######## apa102_frame_builder ########
--- config.mk ---
export PLATFORM = sky130hd
export DESIGN_NAME = apa102_frame_builder
export DESIGN_NICKNAME = d
export VERILOG_FILES = /design/src/rtl/apa102_pkg.sv /design/src/rtl/apa102_frame_builder.sv
export SDC_FILE = /design/constraint.sdc
export NUM_CORES = 1
export LEC_CHECK = 0
export CAP_MARGIN = 10
export CORE_MARGIN = 5
export CORE_UTILIZATION = 51
export CTS_CLUSTER_SIZE = 40
export DETAILED_ROUTE_END_ITERATION = 10
export PLACE_DENSITY = 0.9
export SLEW_MARGIN = 25
export SYNTH_ARGS = -nofsm -noshare
export SYNTH_HDL_FRONTEND = slang
export SYNTH_SLANG_ARGS = --single-unit
--- constraint.sdc ---
create_clock -name clock -period 2.3 [get_ports clock]
set_clock_uncertainty 0.2 [all_clocks]
set_input_delay 0.46 -clock clock [delete_from_list [all_inputs] [get_ports clock]]
set_output_delay 0.46 -clock clock [all_outputs]
set_load 0.02 [all_outputs]
--- src/rtl/apa102_pkg.sv ---
// Shared constants and state encoding for the APA102 frame builder.
package apa102_pkg;

    // Fixed APA102 framing bytes
    localparam logic [7:0] START_BYTE  = 8'h00;
    localparam logic [7:0] END_BYTE    = 8'hFF;
    localparam logic [2:0] HDR_MARK    = 3'b111;
    localparam int         START_BYTES = 4;

    // FSM state encoding
    typedef logic [3:0] state_t;

    localparam state_t ST_IDLE       = 4'd0;
    localparam state_t ST_START      = 4'd1;
    localparam state_t ST_FETCH_ADDR = 4'd2;
    localparam state_t ST_FETCH_CAP  = 4'd3;
    localparam state_t ST_HDR        = 4'd4;
    localparam state_t ST_BLUE       = 4'd5;
    localparam state_t ST_GREEN      = 4'd6;
    localparam state_t ST_RED        = 4'd7;
    localparam state_t ST_END        = 4'd8;

    // Larger of two integers, used to size the shared byte counter
    function automatic int max_int(input int a, input int b);
        return (a > b) ? a : b;
    endfunction

endpackage

--- src/rtl/apa102_frame_builder.sv ---
// APA102 frame builder: reads one RGB word per LED from a synchronous pixel
// RAM and streams start frame, LED frames and end frame as bytes.
//
// Byte handshake: a byte moves on any rising edge where byteValid and
// byteReady are both high. While byteValid is high and byteReady is low,
// byteData holds its value and byteValid stays high; byteReady has no
// effect while byteValid is low.
module apa102_frame_builder
    import apa102_pkg::*;
#(
    parameter int LED_COUNT  = 62,
    parameter int ADDR_WIDTH = 6,
    parameter int END_BYTES  = 4
) (
    input  logic                  clock,
    input  logic                  resetN,
    input  logic                  start,
    input  logic [4:0]            brightness,
    output logic [ADDR_WIDTH-1:0] pixAddr,
    output logic                  pixRead,
    input  logic [23:0]           pixData,
    output logic [7:0]            byteData,
    output logic                  byteValid,
    input  logic                  byteReady,
    output logic                  busy,
    output logic                  frameDone,
    output logic [3:0]            stateDbg
);

    // The byte counter serves both the start run and the end run
    localparam int CNT_MAX = max_int(START_BYTES, END_BYTES);
    localparam int CNT_W   = $clog2(CNT_MAX);

    localparam logic [CNT_W-1:0]      START_LAST = CNT_W'(START_BYTES - 1);
    localparam logic [CNT_W-1:0]      END_LAST   = CNT_W'(END_BYTES - 1);
    localparam logic [ADDR_WIDTH-1:0] LAST_LED   = ADDR_WIDTH'(LED_COUNT - 1);

    state_t                  state;
    logic [CNT_W-1:0]        byteCnt;
    logic [ADDR_WIDTH-1:0]   ledIdx;
    logic [4:0]              briHold;
    logic [7:0]              redHold;
    logic [7:0]              greenHold;
    logic [7:0]              blueHold;
    logic                    xfer;

    assign xfer     = byteValid & byteReady;
    assign stateDbg = state;

    // Frame sequencing with registered byte, strobe and status outputs
    always_ff @(posedge clock or negedge resetN) begin
        if (!resetN) begin
            state     <= ST_IDLE;
            byteCnt   <= '0;
            ledIdx    <= '0;
            briHold   <= '0;
            redHold   <= '0;
            greenHold <= '0;
            blueHold  <= '0;
            pixAddr   <= '0;
            pixRead   <= 1'b0;
            byteData  <= START_BYTE;
            byteValid <= 1'b0;
            busy      <= 1'b0;
            frameDone <= 1'b0;
        end else begin
            frameDone <= 1'b0;
            case (state)
                ST_IDLE: begin
                    if (start) begin
                        briHold   <= brightness;
                        byteCnt   <= '0;
                        ledIdx    <= '0;
                        busy      <= 1'b1;
                        byteData  <= START_BYTE;
                        byteValid <= 1'b1;
                        state     <= ST_START;
                    end
                end
                ST_START: begin
                    if (xfer) begin
                        if (byteCnt == START_LAST) begin
                            byteCnt   <= '0;
                            byteValid <= 1'b0;
                            pixRead   <= 1'b1;
                            pixAddr   <= ledIdx;
                            state     <= ST_FETCH_ADDR;
                        end else begin
                            byteCnt <= byteCnt + CNT_W'(1);
                        end
                    end
                end
                ST_FETCH_ADDR: begin
                    // RAM registers the address on this edge
                    pixRead <= 1'b0;
                    state   <= ST_FETCH_CAP;
                end
                ST_FETCH_CAP: begin
                    redHold   <= pixData[23:16];
                    greenHold <= pixData[15:8];
                    blueHold  <= pixData[7:0];
                    byteData  <= {HDR_MARK, briHold};
                    byteValid <= 1'b1;
                    state     <= ST_HDR;
                end
                ST_HDR: begin
                    if (xfer) begin
                        byteData <= blueHold;
                        state    <= ST_BLUE;
                    end
                end
                ST_BLUE: begin
                    if (xfer) begin
                        byteData <= greenHold;
                        state    <= ST_GREEN;
                    end
                end
                ST_GREEN: begin
                    if (xfer) begin
                        byteData <= redHold;
                        state    <= ST_RED;
                    end
                end
                ST_RED: begin
                    if (xfer) begin
                        if (ledIdx == LAST_LED) begin
                            byteCnt  <= '0;
                            byteData <= END_BYTE;
                            state    <= ST_END;
                        end else begin
                            ledIdx    <= ledIdx + ADDR_WIDTH'(1);
                            pixAddr   <= ledIdx + ADDR_WIDTH'(1);
                            pixRead   <= 1'b1;
                            byteValid <= 1'b0;
                            state     <= ST_FETCH_ADDR;
                        end
                    end
                end
                ST_END: begin
                    if (xfer) begin
                        if (byteCnt == END_LAST) begin
                            byteCnt   <= '0;
                            byteValid <= 1'b0;
                            byteData  <= START_BYTE;
                            busy      <= 1'b0;
                            frameDone <= 1'b1;
                            state     <= ST_IDLE;
                        end else begin
                            byteCnt <= byteCnt + CNT_W'(1);
                        end
                    end
                end
                default: begin
                    state <= ST_IDLE;
                end
            endcase
        end
    end

endmodule

######## dual_scan_ctrl ########
`config.mk`:
```
export PLATFORM = sky130hd
export DESIGN_NAME = dual_scan_ctrl
export DESIGN_NICKNAME = d
export VERILOG_FILES = /design/src/rtl/dual_scan_ctrl.sv
export SDC_FILE = /design/constraint.sdc
export NUM_CORES = 1
export LEC_CHECK = 0
export CAP_MARGIN = 30
export CORE_MARGIN = 3
export CORE_UTILIZATION = 47
export CTS_CLUSTER_SIZE = 8
export DETAILED_ROUTE_END_ITERATION = 8
export PLACE_DENSITY_LB_ADDON = 0.3
export SLEW_MARGIN = 20
export SYNTH_ARGS = -nofsm -noshare
export SYNTH_HDL_FRONTEND = slang
export SYNTH_SLANG_ARGS = --single-unit
```
`constraint.sdc`:
```
create_clock -name clk -period 1.8 [get_ports clk]
set_clock_uncertainty 0.05 [all_clocks]
set_input_delay 0.18 -clock clk [delete_from_list [all_inputs] [get_ports clk]]
set_output_delay 0.18 -clock clk [all_outputs]
set_load 0.05 [all_outputs]
```
`src/rtl/dual_scan_ctrl.sv`:
```
// dual_scan_ctrl: ping-pong control of two scanners, draining each full buffer to the link.
module dual_scan_ctrl (
  input  logic        clk,
  input  logic        rst,
  input  logic        go,
  input  logic        stop,
  input  logic        abort,
  input  logic        link_ready,
  input  logic [7:0]  s0_count,
  input  logic        s0_ready_second,
  input  logic        s0_start_second,
  input  logic [7:0]  s1_count,
  input  logic        s1_ready_second,
  input  logic        s1_start_second,
  output logic        s0_start_scan,
  output logic        s0_standby,
  output logic        s0_transfer,
  output logic        s0_flush,
  output logic        s1_start_scan,
  output logic        s1_standby,
  output logic        s1_transfer,
  output logic        s1_flush,
  output logic        cur,
  output logic        busy,
  output logic [15:0] words_sent,
  output logic        err
);
  typedef enum logic [2:0] {IDLE, SCAN, ARM, WAIT_FULL, XFER, FLUSH} state_t;
  state_t      state;
  logic [1:0]  start_scan, standby, transfer, flush;
  logic [7:0]  tmo;
  logic        stop_l;
  logic [7:0]  cnt_c;
  logic        rdy_c, st_c, stop_eff;
  assign cnt_c    = cur ? s1_count : s0_count;
  assign rdy_c    = cur ? s1_ready_second : s0_ready_second;
  assign st_c     = cur ? s1_start_second : s0_start_second;
  // a stop arriving on the same edge as a decision already counts
  assign stop_eff = stop_l | stop;
  assign {s1_start_scan, s0_start_scan} = start_scan;
  assign {s1_standby, s0_standby}       = standby;
  assign {s1_transfer, s0_transfer}     = transfer;
  assign {s1_flush, s0_flush}           = flush;
  always_ff @(posedge clk or negedge rst) begin
    if (!rst) begin
      state      <= IDLE;
      start_scan <= '0;
      standby    <= '0;
      transfer   <= '0;
      flush      <= '0;
      tmo        <= '0;
      stop_l     <= 1'b0;
      cur        <= 1'b0;
      busy       <= 1'b0;
      words_sent <= '0;
      err        <= 1'b0;
    end else begin
      start_scan <= '0;
      standby    <= '0;
      if (state != IDLE && stop) stop_l <= 1'b1;
      if (state != IDLE && abort) begin
        state    <= FLUSH;
        transfer <= '0;
        flush    <= 2'b11;
        tmo      <= '0;
      end else begin
        case (state)
          IDLE: if (go) begin
            start_scan[cur] <= 1'b1;
            words_sent      <= '0;
            err             <= 1'b0;
            busy            <= 1'b1;
            state           <= SCAN;
          end
          SCAN: if (rdy_c) begin
            standby[~cur] <= 1'b1;
            state         <= ARM;
          end
          ARM: if (st_c) begin
            start_scan[~cur] <= !stop_eff;
            state            <= WAIT_FULL;
          end
          WAIT_FULL: if (cnt_c == 8'd100 && link_ready) begin
            transfer[cur] <= 1'b1;
            tmo           <= '0;
            state         <= XFER;
          end else if (cnt_c == 8'd100) begin
            // the 255th stalled cycle is the timeout
            tmo <= (tmo == 8'd254) ? 8'd0 : tmo + 8'd1;
            if (tmo == 8'd254) begin
              err   <= 1'b1;
              flush <= 2'b11;
              state <= FLUSH;
            end
          end
          XFER: if (cnt_c == 8'd0) begin
            transfer <= '0;
            cur      <= ~cur;
            state    <= stop_eff ? IDLE : SCAN;
            busy     <= !stop_eff;
            if (stop_eff) stop_l <= 1'b0;
          end else if (words_sent != 16'hFFFF) begin
            words_sent <= words_sent + 16'd1;
          end
          FLUSH: if (s0_count == 8'd0 && s1_count == 8'd0) begin
            flush  <= '0;
            stop_l <= 1'b0;
            busy   <= 1'b0;
            state  <= IDLE;
          end
          default: state <= IDLE;
        endcase
      end
    end
  end
endmodule

```
######## reaction_ctrl ########
**src/rtl/reaction_ctrl.sv**
```systemverilog
// Reaction-timer sequencing controller.
// Waits a pseudo-random number of 1 ms ticks after start, lights the stimulus
// LED, then measures the reaction time in ms. Early presses and timeouts are
// reported through ms_value/disp_sel for the seven-segment multiplexer.
module reaction_ctrl #(
   parameter int TICK_DIV     = 100000,
   parameter int MIN_DELAY_MS = 2000,
   parameter int RND_BITS     = 12,
   parameter int RAND_EN      = 1,
   parameter int MAX_MS       = 1000,
   parameter int ERR_VALUE    = 9999
) (
   input  logic        clk,
   input  logic        rst,
   input  logic        start,
   input  logic        stop,
   input  logic        clear,
   output logic        led,
   output logic [13:0] ms_value,
   output logic [2:0]  disp_sel,
   output logic        busy
);

   localparam int PW = (TICK_DIV > 1) ? $clog2(TICK_DIV) : 1;
   localparam logic [PW-1:0] PRESC_MAX  = PW'(TICK_DIV - 1);
   localparam logic [13:0]   MS_LAST    = 14'(MAX_MS - 1);
   localparam logic [13:0]   MS_MAX     = 14'(MAX_MS);
   localparam logic [13:0]   ERR_CODE   = 14'(ERR_VALUE);
   localparam logic [15:0]   MIN_DELAY  = 16'(MIN_DELAY_MS);

   typedef enum logic [2:0] {
      IDLE  = 3'd0,
      DELAY = 3'd1,
      RUN   = 3'd2,
      DONE  = 3'd3,
      EARLY = 3'd4
   } state_t;

   state_t         state_r;
   logic [PW-1:0]  presc_r;
   logic [15:0]    lfsr_r;
   logic [15:0]    delay_target_r;
   logic [15:0]    dly_cnt_r;
   logic [13:0]    ms_cnt_r;
   logic           tick_s;
   logic [15:0]    rnd_addend_s;

   // Fibonacci LFSR step, taps 16,14,13,11 (x^16+x^14+x^13+x^11+1).
   function automatic logic [15:0] lfsr_next(input logic [15:0] v);
      logic fb;
      fb = v[0] ^ v[2] ^ v[3] ^ v[5];
      return {fb, v[15:1]};
   endfunction

   assign tick_s       = (presc_r == PRESC_MAX);
   assign rnd_addend_s = (RAND_EN != 0) ?
                         {{(16-RND_BITS){1'b0}}, lfsr_r[RND_BITS-1:0]} : 16'd0;

   // Free-running random source; only reset reloads the seed.
   always_ff @(posedge clk) begin
      if (rst) begin
         lfsr_r <= 16'hACE1;
      end else begin
         lfsr_r <= lfsr_next(lfsr_r);
      end
   end

   // Controller FSM with prescaler, counters and registered display outputs.
   always_ff @(posedge clk) begin
      if (rst) begin
         state_r        <= IDLE;
         presc_r        <= {PW{1'b0}};
         delay_target_r <= 16'd0;
         dly_cnt_r      <= 16'd0;
         ms_cnt_r       <= 14'd0;
         led            <= 1'b0;
         ms_value       <= 14'd0;
         disp_sel       <= 3'd0;
         busy           <= 1'b0;
      end else begin
         presc_r <= tick_s ? {PW{1'b0}} : presc_r + PW'(1);
         if (clear) begin
            state_r  <= IDLE;
            led      <= 1'b0;
            ms_value <= 14'd0;
            disp_sel <= 3'd0;
            busy     <= 1'b0;
         end else begin
            case (state_r)
               IDLE: begin
                  if (start) begin
                     delay_target_r <= MIN_DELAY + rnd_addend_s;
                     dly_cnt_r      <= 16'd0;
                     presc_r        <= {PW{1'b0}};
                     state_r        <= DELAY;
                     disp_sel       <= 3'd1;
                     busy           <= 1'b1;
                     led            <= 1'b0;
                     ms_value       <= 14'd0;
                  end
               end
               DELAY: begin
                  if (stop) begin
                     state_r  <= EARLY;
                     disp_sel <= 3'd4;
                     busy     <= 1'b0;
                     led      <= 1'b0;
                     ms_value <= ERR_CODE;
                  end else if (tick_s) begin
                     dly_cnt_r <= dly_cnt_r + 16'd1;
                     if (dly_cnt_r == delay_target_r - 16'd1) begin
                        state_r  <= RUN;
                        ms_cnt_r <= 14'd0;
                        presc_r  <= {PW{1'b0}};
                        led      <= 1'b1;
                        disp_sel <= 3'd2;
                        ms_value <= 14'd0;
                     end
                  end
               end
               RUN: begin
                  // A stop on a tick cycle freezes the count without the increment.
                  if (stop) begin
                     state_r  <= DONE;
                     led      <= 1'b0;
                     disp_sel <= 3'd3;
                     busy     <= 1'b0;
                     ms_value <= ms_cnt_r;
                  end else if (tick_s) begin
                     if (ms_cnt_r == MS_LAST) begin
                        ms_cnt_r <= MS_MAX;
                        ms_value <= MS_MAX;
                        state_r  <= DONE;
                        led      <= 1'b0;
                        disp_sel <= 3'd3;
                        busy     <= 1'b0;
                     end else begin
                        ms_cnt_r <= ms_cnt_r + 14'd1;
                        ms_value <= ms_cnt_r + 14'd1;
                     end
                  end
               end
               DONE, EARLY: begin
                  // Result is held until clear or reset.
                  state_r <= state_r;
               end
               default: begin
                  state_r  <= IDLE;
                  led      <= 1'b0;
                  ms_value <= 14'd0;
                  disp_sel <= 3'd0;
                  busy     <= 1'b0;
               end
            endcase
         end
      end
   end

endmodule

```
**config.mk**
```make
export PLATFORM = sky130hd
export DESIGN_NAME = reaction_ctrl
export DESIGN_NICKNAME = d
export VERILOG_FILES = /design/src/rtl/reaction_ctrl.sv
export SDC_FILE = /design/constraint.sdc
export NUM_CORES = 1
export LEC_CHECK = 0
export CAP_MARGIN = 0
export CORE_ASPECT_RATIO = 0.8
export CORE_MARGIN = 1.5
export CORE_UTILIZATION = 25
export DETAILED_ROUTE_END_ITERATION = 16
export GPL_TIMING_DRIVEN = 0
export PLACE_DENSITY_LB_ADDON = 0.1
export SLEW_MARGIN = 10
export SYNTH_ARGS = -nofsm -noshare
export SYNTH_HDL_FRONTEND = slang
export SYNTH_SLANG_ARGS = --single-unit
```
**constraint.sdc**
```tcl
create_clock -name clk -period 2.9 [get_ports clk]
set_input_delay 0.87 -clock clk [delete_from_list [all_inputs] [get_ports clk]]
set_output_delay 0.87 -clock clk [all_outputs]
set_load 0.01 [all_outputs]
```
######## config_loader_flat ########
$ cat src/rtl/config_loader_pkg.sv
// cfg_pkg: state encoding and chain sizing helpers shared with the fabric top.
package cfg_pkg;
  localparam logic [2:0] S_IDLE  = 3'd0;
  localparam logic [2:0] S_WAIT  = 3'd1;
  localparam logic [2:0] S_SHIFT = 3'd2;
  localparam logic [2:0] S_CHECK = 3'd3;
  localparam logic [2:0] S_LATCH = 3'd4;
  localparam logic [2:0] S_DONE  = 3'd5;
  localparam logic [2:0] S_ERR   = 3'd6;
  function automatic int n_words(int cfg_bits, int word_w);
    return (cfg_bits + word_w - 1) / word_w;
  endfunction
  function automatic int cnt_w(int cfg_bits);
    return $clog2(cfg_bits + 1);
  endfunction
endpackage

$ cat src/rtl/config_loader_if.sv
// config_loader_if: valid/ready word stream feeding the config loader.
interface config_loader_if #(parameter int WORD_W = 8);
  logic [WORD_W-1:0] in_data;
  logic in_valid;
  logic in_ready;
  modport master (output in_data, in_valid, input in_ready);
  modport slave (input in_data, in_valid, output in_ready);
endinterface

$ cat src/rtl/config_loader_piso.sv
// cfg_piso: parallel-load, shift-right register presenting its LSB.
module cfg_piso #(parameter int WORD_W = 8) (
  input  logic clk,
  input  logic rst,
  input  logic load,
  input  logic shift,
  input  logic [WORD_W-1:0] d,
  output logic q0
);
  logic [WORD_W-1:0] q;
  always_ff @(posedge clk)
    if (rst) q <= '0;
    else if (load) q <= d;
    else if (shift) q <= {1'b0, q[WORD_W-1:1]};
  assign q0 = q[0];
endmodule

$ cat src/rtl/config_loader.sv
// config_loader: serializes checksummed bitstream words into the config chain.
module config_loader import cfg_pkg::*; #(
  parameter int WORD_W   = 8,
  parameter int CFG_BITS = 20,
  parameter int N_WORDS  = n_words(CFG_BITS, WORD_W),
  parameter int CNT_W    = cnt_w(CFG_BITS)
) (
  input  logic clk,
  input  logic rst,
  input  logic start,
  input  logic abort,
  config_loader_if.slave bus,
  output logic cfg_dout,
  output logic cfg_shift_en,
  output logic cfg_latch,
  output logic busy,
  output logic done,
  output logic err,
  output logic [CNT_W-1:0] bit_count
);
  localparam int WC_W = $clog2(WORD_W + 1);
  localparam int WI_W = $clog2(N_WORDS + 1);
  localparam logic [WC_W-1:0] FULL_LIM  = WC_W'(WORD_W - 1);
  localparam logic [WC_W-1:0] LAST_LIM  = WC_W'(CFG_BITS - (N_WORDS - 1) * WORD_W - 1);
  localparam logic [WI_W-1:0] LAST_WORD = WI_W'(N_WORDS - 1);
  logic [2:0] state, nxt;
  logic [WORD_W-1:0] acc;
  logic [WC_W-1:0] wcnt, wlim;
  logic [WI_W-1:0] widx;
  logic hs, load, shifting, word_end, go, kill, q0;
  assign bus.in_ready = state == S_WAIT || state == S_CHECK;
  assign hs       = bus.in_valid && bus.in_ready;
  assign load     = hs && state == S_WAIT;
  assign shifting = state == S_SHIFT;
  // the final word stops at the chain boundary; its pad bits stay in the PISO
  assign wlim     = widx == LAST_WORD ? LAST_LIM : FULL_LIM;
  assign word_end = shifting && wcnt == wlim;
  assign busy     = state inside {S_WAIT, S_SHIFT, S_CHECK, S_LATCH};
  assign kill     = abort && busy;
  assign go       = start && !abort && !busy;
  assign cfg_shift_en = shifting;
  assign cfg_dout     = shifting && q0;
  assign cfg_latch    = state == S_LATCH;
  assign done         = state == S_DONE;
  assign err          = state == S_ERR;
  always_comb begin
    nxt = state;
    if (kill) nxt = S_IDLE;
    else if (go) nxt = S_WAIT;
    else
      case (state)
        S_WAIT:  nxt = hs ? S_SHIFT : S_WAIT;
        S_SHIFT: nxt = word_end ? (widx == LAST_WORD ? S_CHECK : S_WAIT) : S_SHIFT;
        S_CHECK: nxt = hs ? (bus.in_data == acc ? S_LATCH : S_ERR) : S_CHECK;
        S_LATCH: nxt = S_DONE;
        S_IDLE, S_DONE, S_ERR: nxt = state;
        default: nxt = S_IDLE;
      endcase
  end
  always_ff @(posedge clk)
    if (rst) begin
      state     <= S_IDLE;
      bit_count <= '0;
      acc       <= '0;
      wcnt      <= '0;
      widx      <= '0;
    end else begin
      state <= nxt;
      if (go || kill) begin
        bit_count <= '0;
        acc       <= '0;
        wcnt      <= '0;
        widx      <= '0;
      end else if (load) acc <= acc ^ bus.in_data;
      else if (shifting) begin
        bit_count <= bit_count + 1'b1;
        wcnt      <= word_end ? '0 : wcnt + 1'b1;
        widx      <= widx + WI_W'(word_end);
      end
    end
  cfg_piso #(.WORD_W(WORD_W)) u_piso (
    .clk   (clk),
    .rst   (rst),
    .load  (load),
    .shift (shifting),
    .d     (bus.in_data),
    .q0    (q0)
  );
endmodule

$ cat src/flat_wrapper.sv
// flat-port wrapper written by rule: the top's interface ports become plain ports
module config_loader_flat import cfg_pkg::*;
#(
  parameter int WORD_W   = 8,
  parameter int CFG_BITS = 20,
  parameter int N_WORDS  = n_words(CFG_BITS, WORD_W),
  parameter int CNT_W    = cnt_w(CFG_BITS)
)
  (clk, rst, start, abort, cfg_dout, cfg_shift_en, cfg_latch, busy, done, err, bit_count, bus_in_data, bus_in_valid, bus_in_ready);
  config_loader_if #(.WORD_W(WORD_W)) bus_i ();
  input  logic clk;
  input  logic rst;
  input  logic start;
  input  logic abort;
  output logic cfg_dout;
  output logic cfg_shift_en;
  output logic cfg_latch;
  output logic busy;
  output logic done;
  output logic err;
  output logic [CNT_W-1:0] bit_count;
  input wire logic [$bits(bus_i.in_data)-1:0] bus_in_data;
  input wire logic [$bits(bus_i.in_valid)-1:0] bus_in_valid;
  output wire logic [$bits(bus_i.in_ready)-1:0] bus_in_ready;
  assign bus_i.in_data = bus_in_data;
  assign bus_i.in_valid = bus_in_valid;
  assign bus_in_ready = bus_i.in_ready;
  config_loader #(.WORD_W(WORD_W), .CFG_BITS(CFG_BITS), .N_WORDS(N_WORDS), .CNT_W(CNT_W)) u_core (.clk(clk), .rst(rst), .start(start), .abort(abort), .bus(bus_i), .cfg_dout(cfg_dout), .cfg_shift_en(cfg_shift_en), .cfg_latch(cfg_latch), .busy(busy), .done(done), .err(err), .bit_count(bit_count));
endmodule
$ cat config.mk
export PLATFORM = sky130hd
export DESIGN_NAME = config_loader_flat
export DESIGN_NICKNAME = d
export VERILOG_FILES = /design/src/rtl/config_loader_pkg.sv /design/src/rtl/config_loader_if.sv /design/src/rtl/config_loader_piso.sv /design/src/rtl/config_loader.sv /design/src/flat_wrapper.sv
export SDC_FILE = /design/constraint.sdc
export NUM_CORES = 1
export LEC_CHECK = 0
export ABC_AREA = 1
export CORE_ASPECT_RATIO = 1.2
export CORE_MARGIN = 2
export CORE_UTILIZATION = 52
export DETAILED_ROUTE_END_ITERATION = 12
export PLACE_DENSITY = 0.78
export SLEW_MARGIN = 20
export SYNTH_ARGS = -nofsm -noshare
export SYNTH_HDL_FRONTEND = slang
export SYNTH_SLANG_ARGS = --single-unit
$ cat constraint.sdc
create_clock -name clk -period 2.3 [get_ports clk]
set_clock_uncertainty 0.2 [all_clocks]
set_input_delay 0.69 -clock clk [delete_from_list [all_inputs] [get_ports clk]]
set_output_delay 0.69 -clock clk [all_outputs]
set_load 0.1 [all_outputs]
Figure 1. The metal 1 layer (config_loader_flat).
The bar under the picture is 20 µm long. Cells faint in the background.
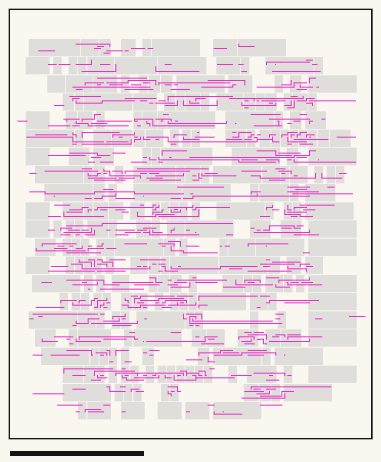
main direction	horizontal
share of all routed wire	43%
wire length on this layer	1,490 µm
longest straight run	19.6 µm
Post-Route WL: 3440 µm
met1 track demand over resource: 0.268

==> out/highlights.md, config_loader_flat <==
## Outcome
- status: completed

## Synthesis
- count of instantiated cells in the yosys netlist: 224
- count of unique library cells instantiated by Yosys: 29
- cell area after synthesis: 0.00157 mm²
- async set-reset flop share out of synthesis: 0

## Placed design
- total placed cells including tap cells: 284
- number of port buffers: 24
- setup slack after placement: 0.0421 ns
- Post-Place Cell Area: 0.00204 mm²

## Global routing
- overflow left after global routing: 0
- met3 routing resource usage after global routing: 0.0491
- global route hottest layer: met2
- initial antenna violation count: 0

## Detailed routing
- average detailed-routed wire length per instance: 11.7 µm
- WL met2: 1770 µm

## Worst setup path
- worst r2r src: u_core.state[0]
- required time at the endpoint of the critical path: 1.41 ns

## Power and ir drop
- clock network power share: 0.315
- net switching power: 0.303 mW

## Layout
- commonest non-fill, non-tap cells in the layout: sky130_fd_sc_hd__nand2_1 (69), sky130_fd_sc_hd__inv_1 (28), sky130_fd_sc_hd__dfxtp_1 (28), sky130_fd_sc_hd__nor2_1 (16), sky130_fd_sc_hd__buf_12 (14)
- utilization after layout: 0.751
- layout cell share with drive strength beyond 1: 0.230
- final design area excluding fillers: 0.00213 mm²

## Timing
- number of endpoints with negative hold slack in the final report: 0

config_loader_flat: cell families after synthesis:
family,after synthesis,synth area share
compound gates,28,0.115
xor+xnor,6,0.0336
fa+ha+maj,3,0.0240
buf+inv,39,0.104
flops,30,0.384
simple gates,118,0.340
config_loader_flat: cell type report:
class | instances | area [µm²] | area share
clock buffer | 7 | 55.1 | 0.0258
clock inverter | 1 | 5.00 | 0.00235
inverter | 34 | 128 | 0.0599
sequential | 30 | 603 | 0.283
timing repair buffer | 34 | 460 | 0.216
tap | 34 | 42.5 | 0.0200
multi-input combinational | 155 | 837 | 0.393
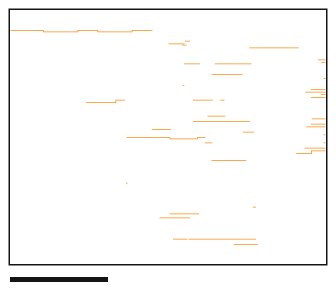
Figure 2: reaction_ctrl, met3 routing.
The bar under the picture is 50 µm long.
nets with wire on the layer	33
share of all routed wire	3.7%
met3 routing resource usage after global routing: 0.0291
Post-Route WL: 12,600 µm
DR vias: 4,275

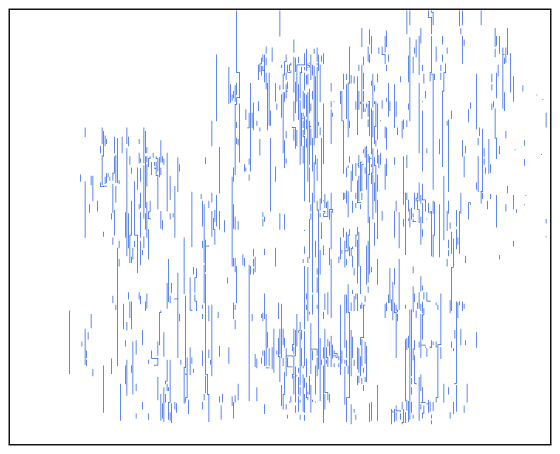
Figure 3: reaction_ctrl, metal 2.
share of all routed wire	40%
nets with wire on the layer	527
wire length on this layer	5,040 µm
met2 routing resource usage after global routing: 0.182

==> out/highlights.md, reaction_ctrl <==
## Timing
- max-slew violations: 0

## Worst setup path
- maximum fanout count along the critical path: 10

## Synthesis
- Syn. warnings: 0
- Avg Inst Size Synth: 8.19 µm²
- net count of the mapped netlist: 616
- area fraction of the dominant cell type after synthesis: 0.383

## Placed design
- setup slack after placement: -0.444 ns

## Die
- boundary pin count: 24

## Layout
- commonest non-fill, non-tap cells in the layout: sky130_fd_sc_hd__dfxtp_1 (92), sky130_fd_sc_hd__nor2_1 (72), sky130_fd_sc_hd__nand2_1 (62), sky130_fd_sc_hd__o21ai_0 (31), sky130_fd_sc_hd__a21oi_1 (28)
- final design area excluding fillers: 0.00594 mm²
- net count reported at finish: 655

## Run
- count of warning messages emitted by the tools: 27

## Outcome
- status: completed

## Global routing
- vias in the first global route: 4,044

## Power and ir drop
- net switching power: 0.807 mW

==> reaction_ctrl: final timing paths <==
kind,start,to,cells after the start
min,lfsr_r[12],lfsr_r[11],1
max reg2reg,delay_target_r[3],ms_value[4],10
min reg2reg,lfsr_r[12],lfsr_r[11],1
max,delay_target_r[3],ms_value[4],10
==> reaction_ctrl: metal layers <==
layer	global-route usage	vias to the layer above	routed length (µm)
met5	0	-	0
met4	0.0368	0	158
met3	0.0291	10	467
met2	0.182	62	5040
met1	0.186	1994	6910
li1	-	2209	-
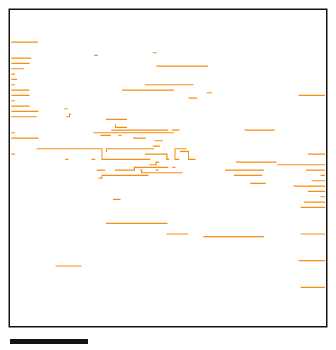
Figure 4: dual_scan_ctrl, met3 routing.
The bar under the picture is 20 µm long.
share of all routed wire	5.2%
nets with wire on the layer	59
wire length on this layer	416 µm
main direction	horizontal
DR vias: 2,846
Post-Route WL: 8020 µm

==> out/highlights.md, dual_scan_ctrl <==
## Outcome
- violated checks: setup timing
- status: complete, but fails checks

## Timing
- post-layout period usage: 1.03
- post-route setup TNS: -0.244 ns
- setup ws final: -0.0570 ns
- final-report setup violation count: 6

## Clock network
- clk slew on worst S/H paths: 0.08 ns

## Global routing
- first-pass GRT wire length: 12,800 µm
- met1 track demand over resource: 0.297
- overflow left after global routing: 0

## Synthesis
- count of unique library cells instantiated by Yosys: 64
- net count of the mapped netlist: 318
- portion of netlist area occupied by mux cells: 0.0440
- count of instantiated cells in the yosys netlist: 289

## Layout
- Most flops, register: words_sent
- leading cell category by total area: logic gates
- Top Registers: words_sent x16, tmo x8, state x3

## Die
- Floorplan Utilization: 0.500
- height of the die: 80.6 µm

## Min path
- Hold WC Path Type: in -> async

## Detailed routing
- routed length on met3: 415 µm
- WL met2: 4200 µm
- Initial DRC Count: 127

## Run
- count of warning messages emitted by the tools: 30

## Power and ir drop
- clock network power share: 0.191
- share of power burned in registers: 0.307

## Placed design
- Post-Place Cell Area: 0.00365 mm²

## Worst setup path
- kind of end point of the critical path: register

==> dual_scan_ctrl: critical path: cells and delay by family (launching register included) <==
family | cells | cell delay [ns]
simple gates | 2 | 0.62
flops | 1 | 0.46
compound gates | 3 | 0.48
buf+inv | 1 | 0.17
==> dual_scan_ctrl: final timing paths <==
| check | depth (start not counted) | start | endpoint |
|---|---|---|---|
| max in group asynchronous | 3 | rst | state[2] |
| min | 2 | rst | words_sent[8] |
| min in group clk | 5 | s0_count[5] | cur |
| min reg2reg | 1 | transfer[0] | transfer[0] |
| max | 6 | state[1] | words_sent[12] |
| max reg2reg | 6 | state[1] | words_sent[12] |
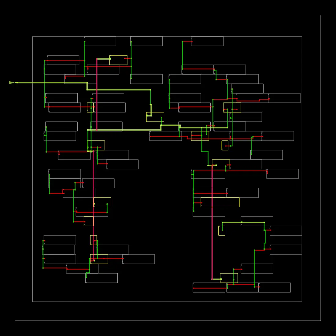
Figure 5: apa102_frame_builder, clock nets.
number of sequential storage elements: 59
insertion delay to the later sink of the worst-skew pair: 0.33 ns
clkbuf count: 9
TritonCTS Sinks: 59
number of buffers inserted during clock tree synthesis: 9

==> out/highlights.md, apa102_frame_builder <==
## Synthesis
- AND-OR/OR-AND Cells, Area Fraction: 0.125
- count of instantiated cells in the yosys netlist: 278
- net count of the mapped netlist: 315
- Largest cells by area: sky130_fd_sc_hd__dfrtp_1 (48%), sky130_fd_sc_hd__mux2_2 (12%), sky130_fd_sc_hd__mux2_4 (3.9%)
- primary flip-flop cell chosen by synthesis mapping: sky130_fd_sc_hd__dfrtp_1

## Power and ir drop
- Cell Pwr Density: 1380 mW/mm²
- VDD IR-drop max: 0.771 mV
- switching power share of the total: 0.368
- flip-flop and latch power: 1.79 mW

## Clock network
- Clock Root Buffer: sky130_fd_sc_hd__clkbuf_8

## Detailed routing
- first-pass iteration count of the detailed router: 4
- post-detailed-route via-to-cell ratio: 5.50
- WL met2: 3490 µm

## Worst setup path
- setup slack of the most critical reg-to-reg path: 0.10 ns
- CP delay by family, top: buffers and inverters

## Die
- Placement Rows: 28
- boundary pin count: 55

## Placed design
- total placed cells including tap cells: 417

## Global routing
- pin count of the biggest net entering global routing: 28

## Outcome
- status: completed

## Timing
- number of endpoints with negative hold slack in the final report: 0

apa102_frame_builder: area by class of cell:
| cell class | instances | area (µm²) |
|---|---|---|
| clock buffers | 9 | 124 |
| clock inverters | 6 | 57.6 |
| fillers | 447 | 1830 |
| inverters | 7 | 26.3 |
| multi-input cells | 193 | 1480 |
| flip-flops and latches | 59 | 1480 |
| well taps | 75 | 93.8 |
| repair buffers | 84 | 793 |


==> layout pictures side by side <==
Metal 2.
panel A
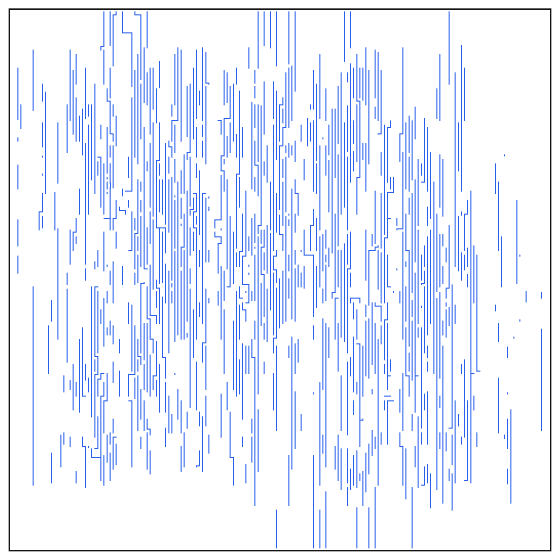
panel B
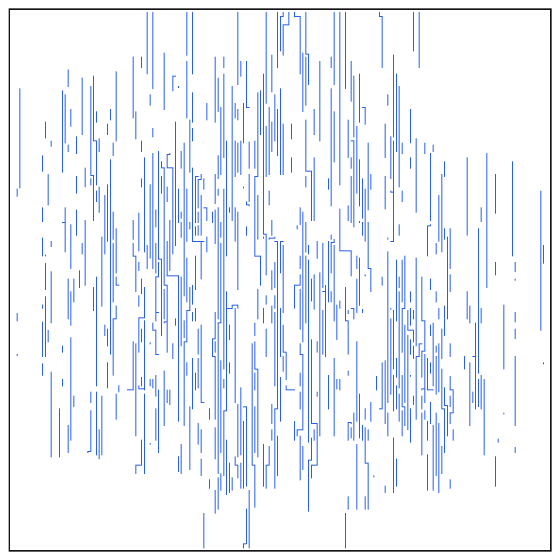
panel C
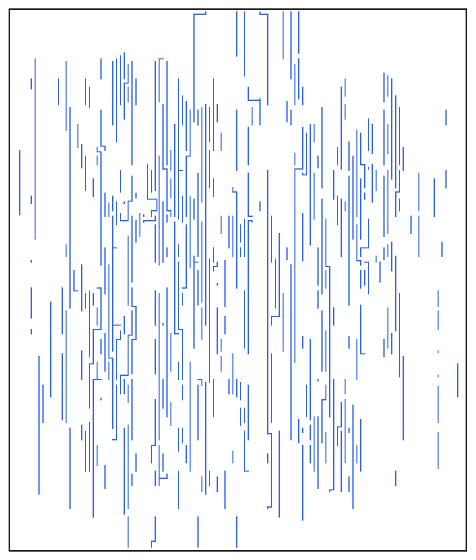
- dual_scan_ctrl = panel A
- apa102_frame_builder = panel B
- config_loader_flat = panel C

Key to panel B:
longest straight run	31.6 µm
wire length on this layer	3,490 µm


==> screenshots <==
Clock nets.
Plate I
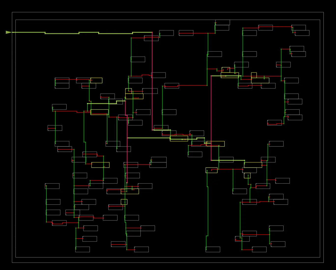
Plate II
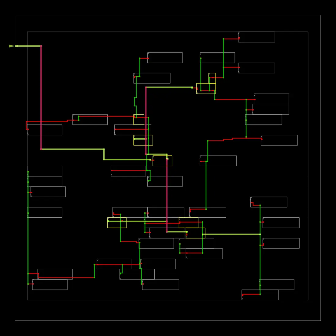
Plate III
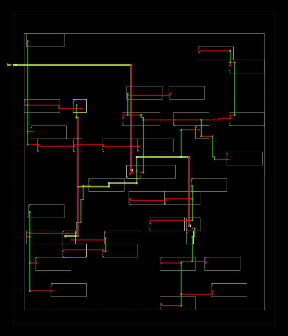
reaction_ctrl: Plate I
dual_scan_ctrl: Plate II
config_loader_flat: Plate III
- most sequential cells: Plate I
- fewest sequential cells: Plate III

Power figures rest on the tool's default switching activity, not on a simulated workload.
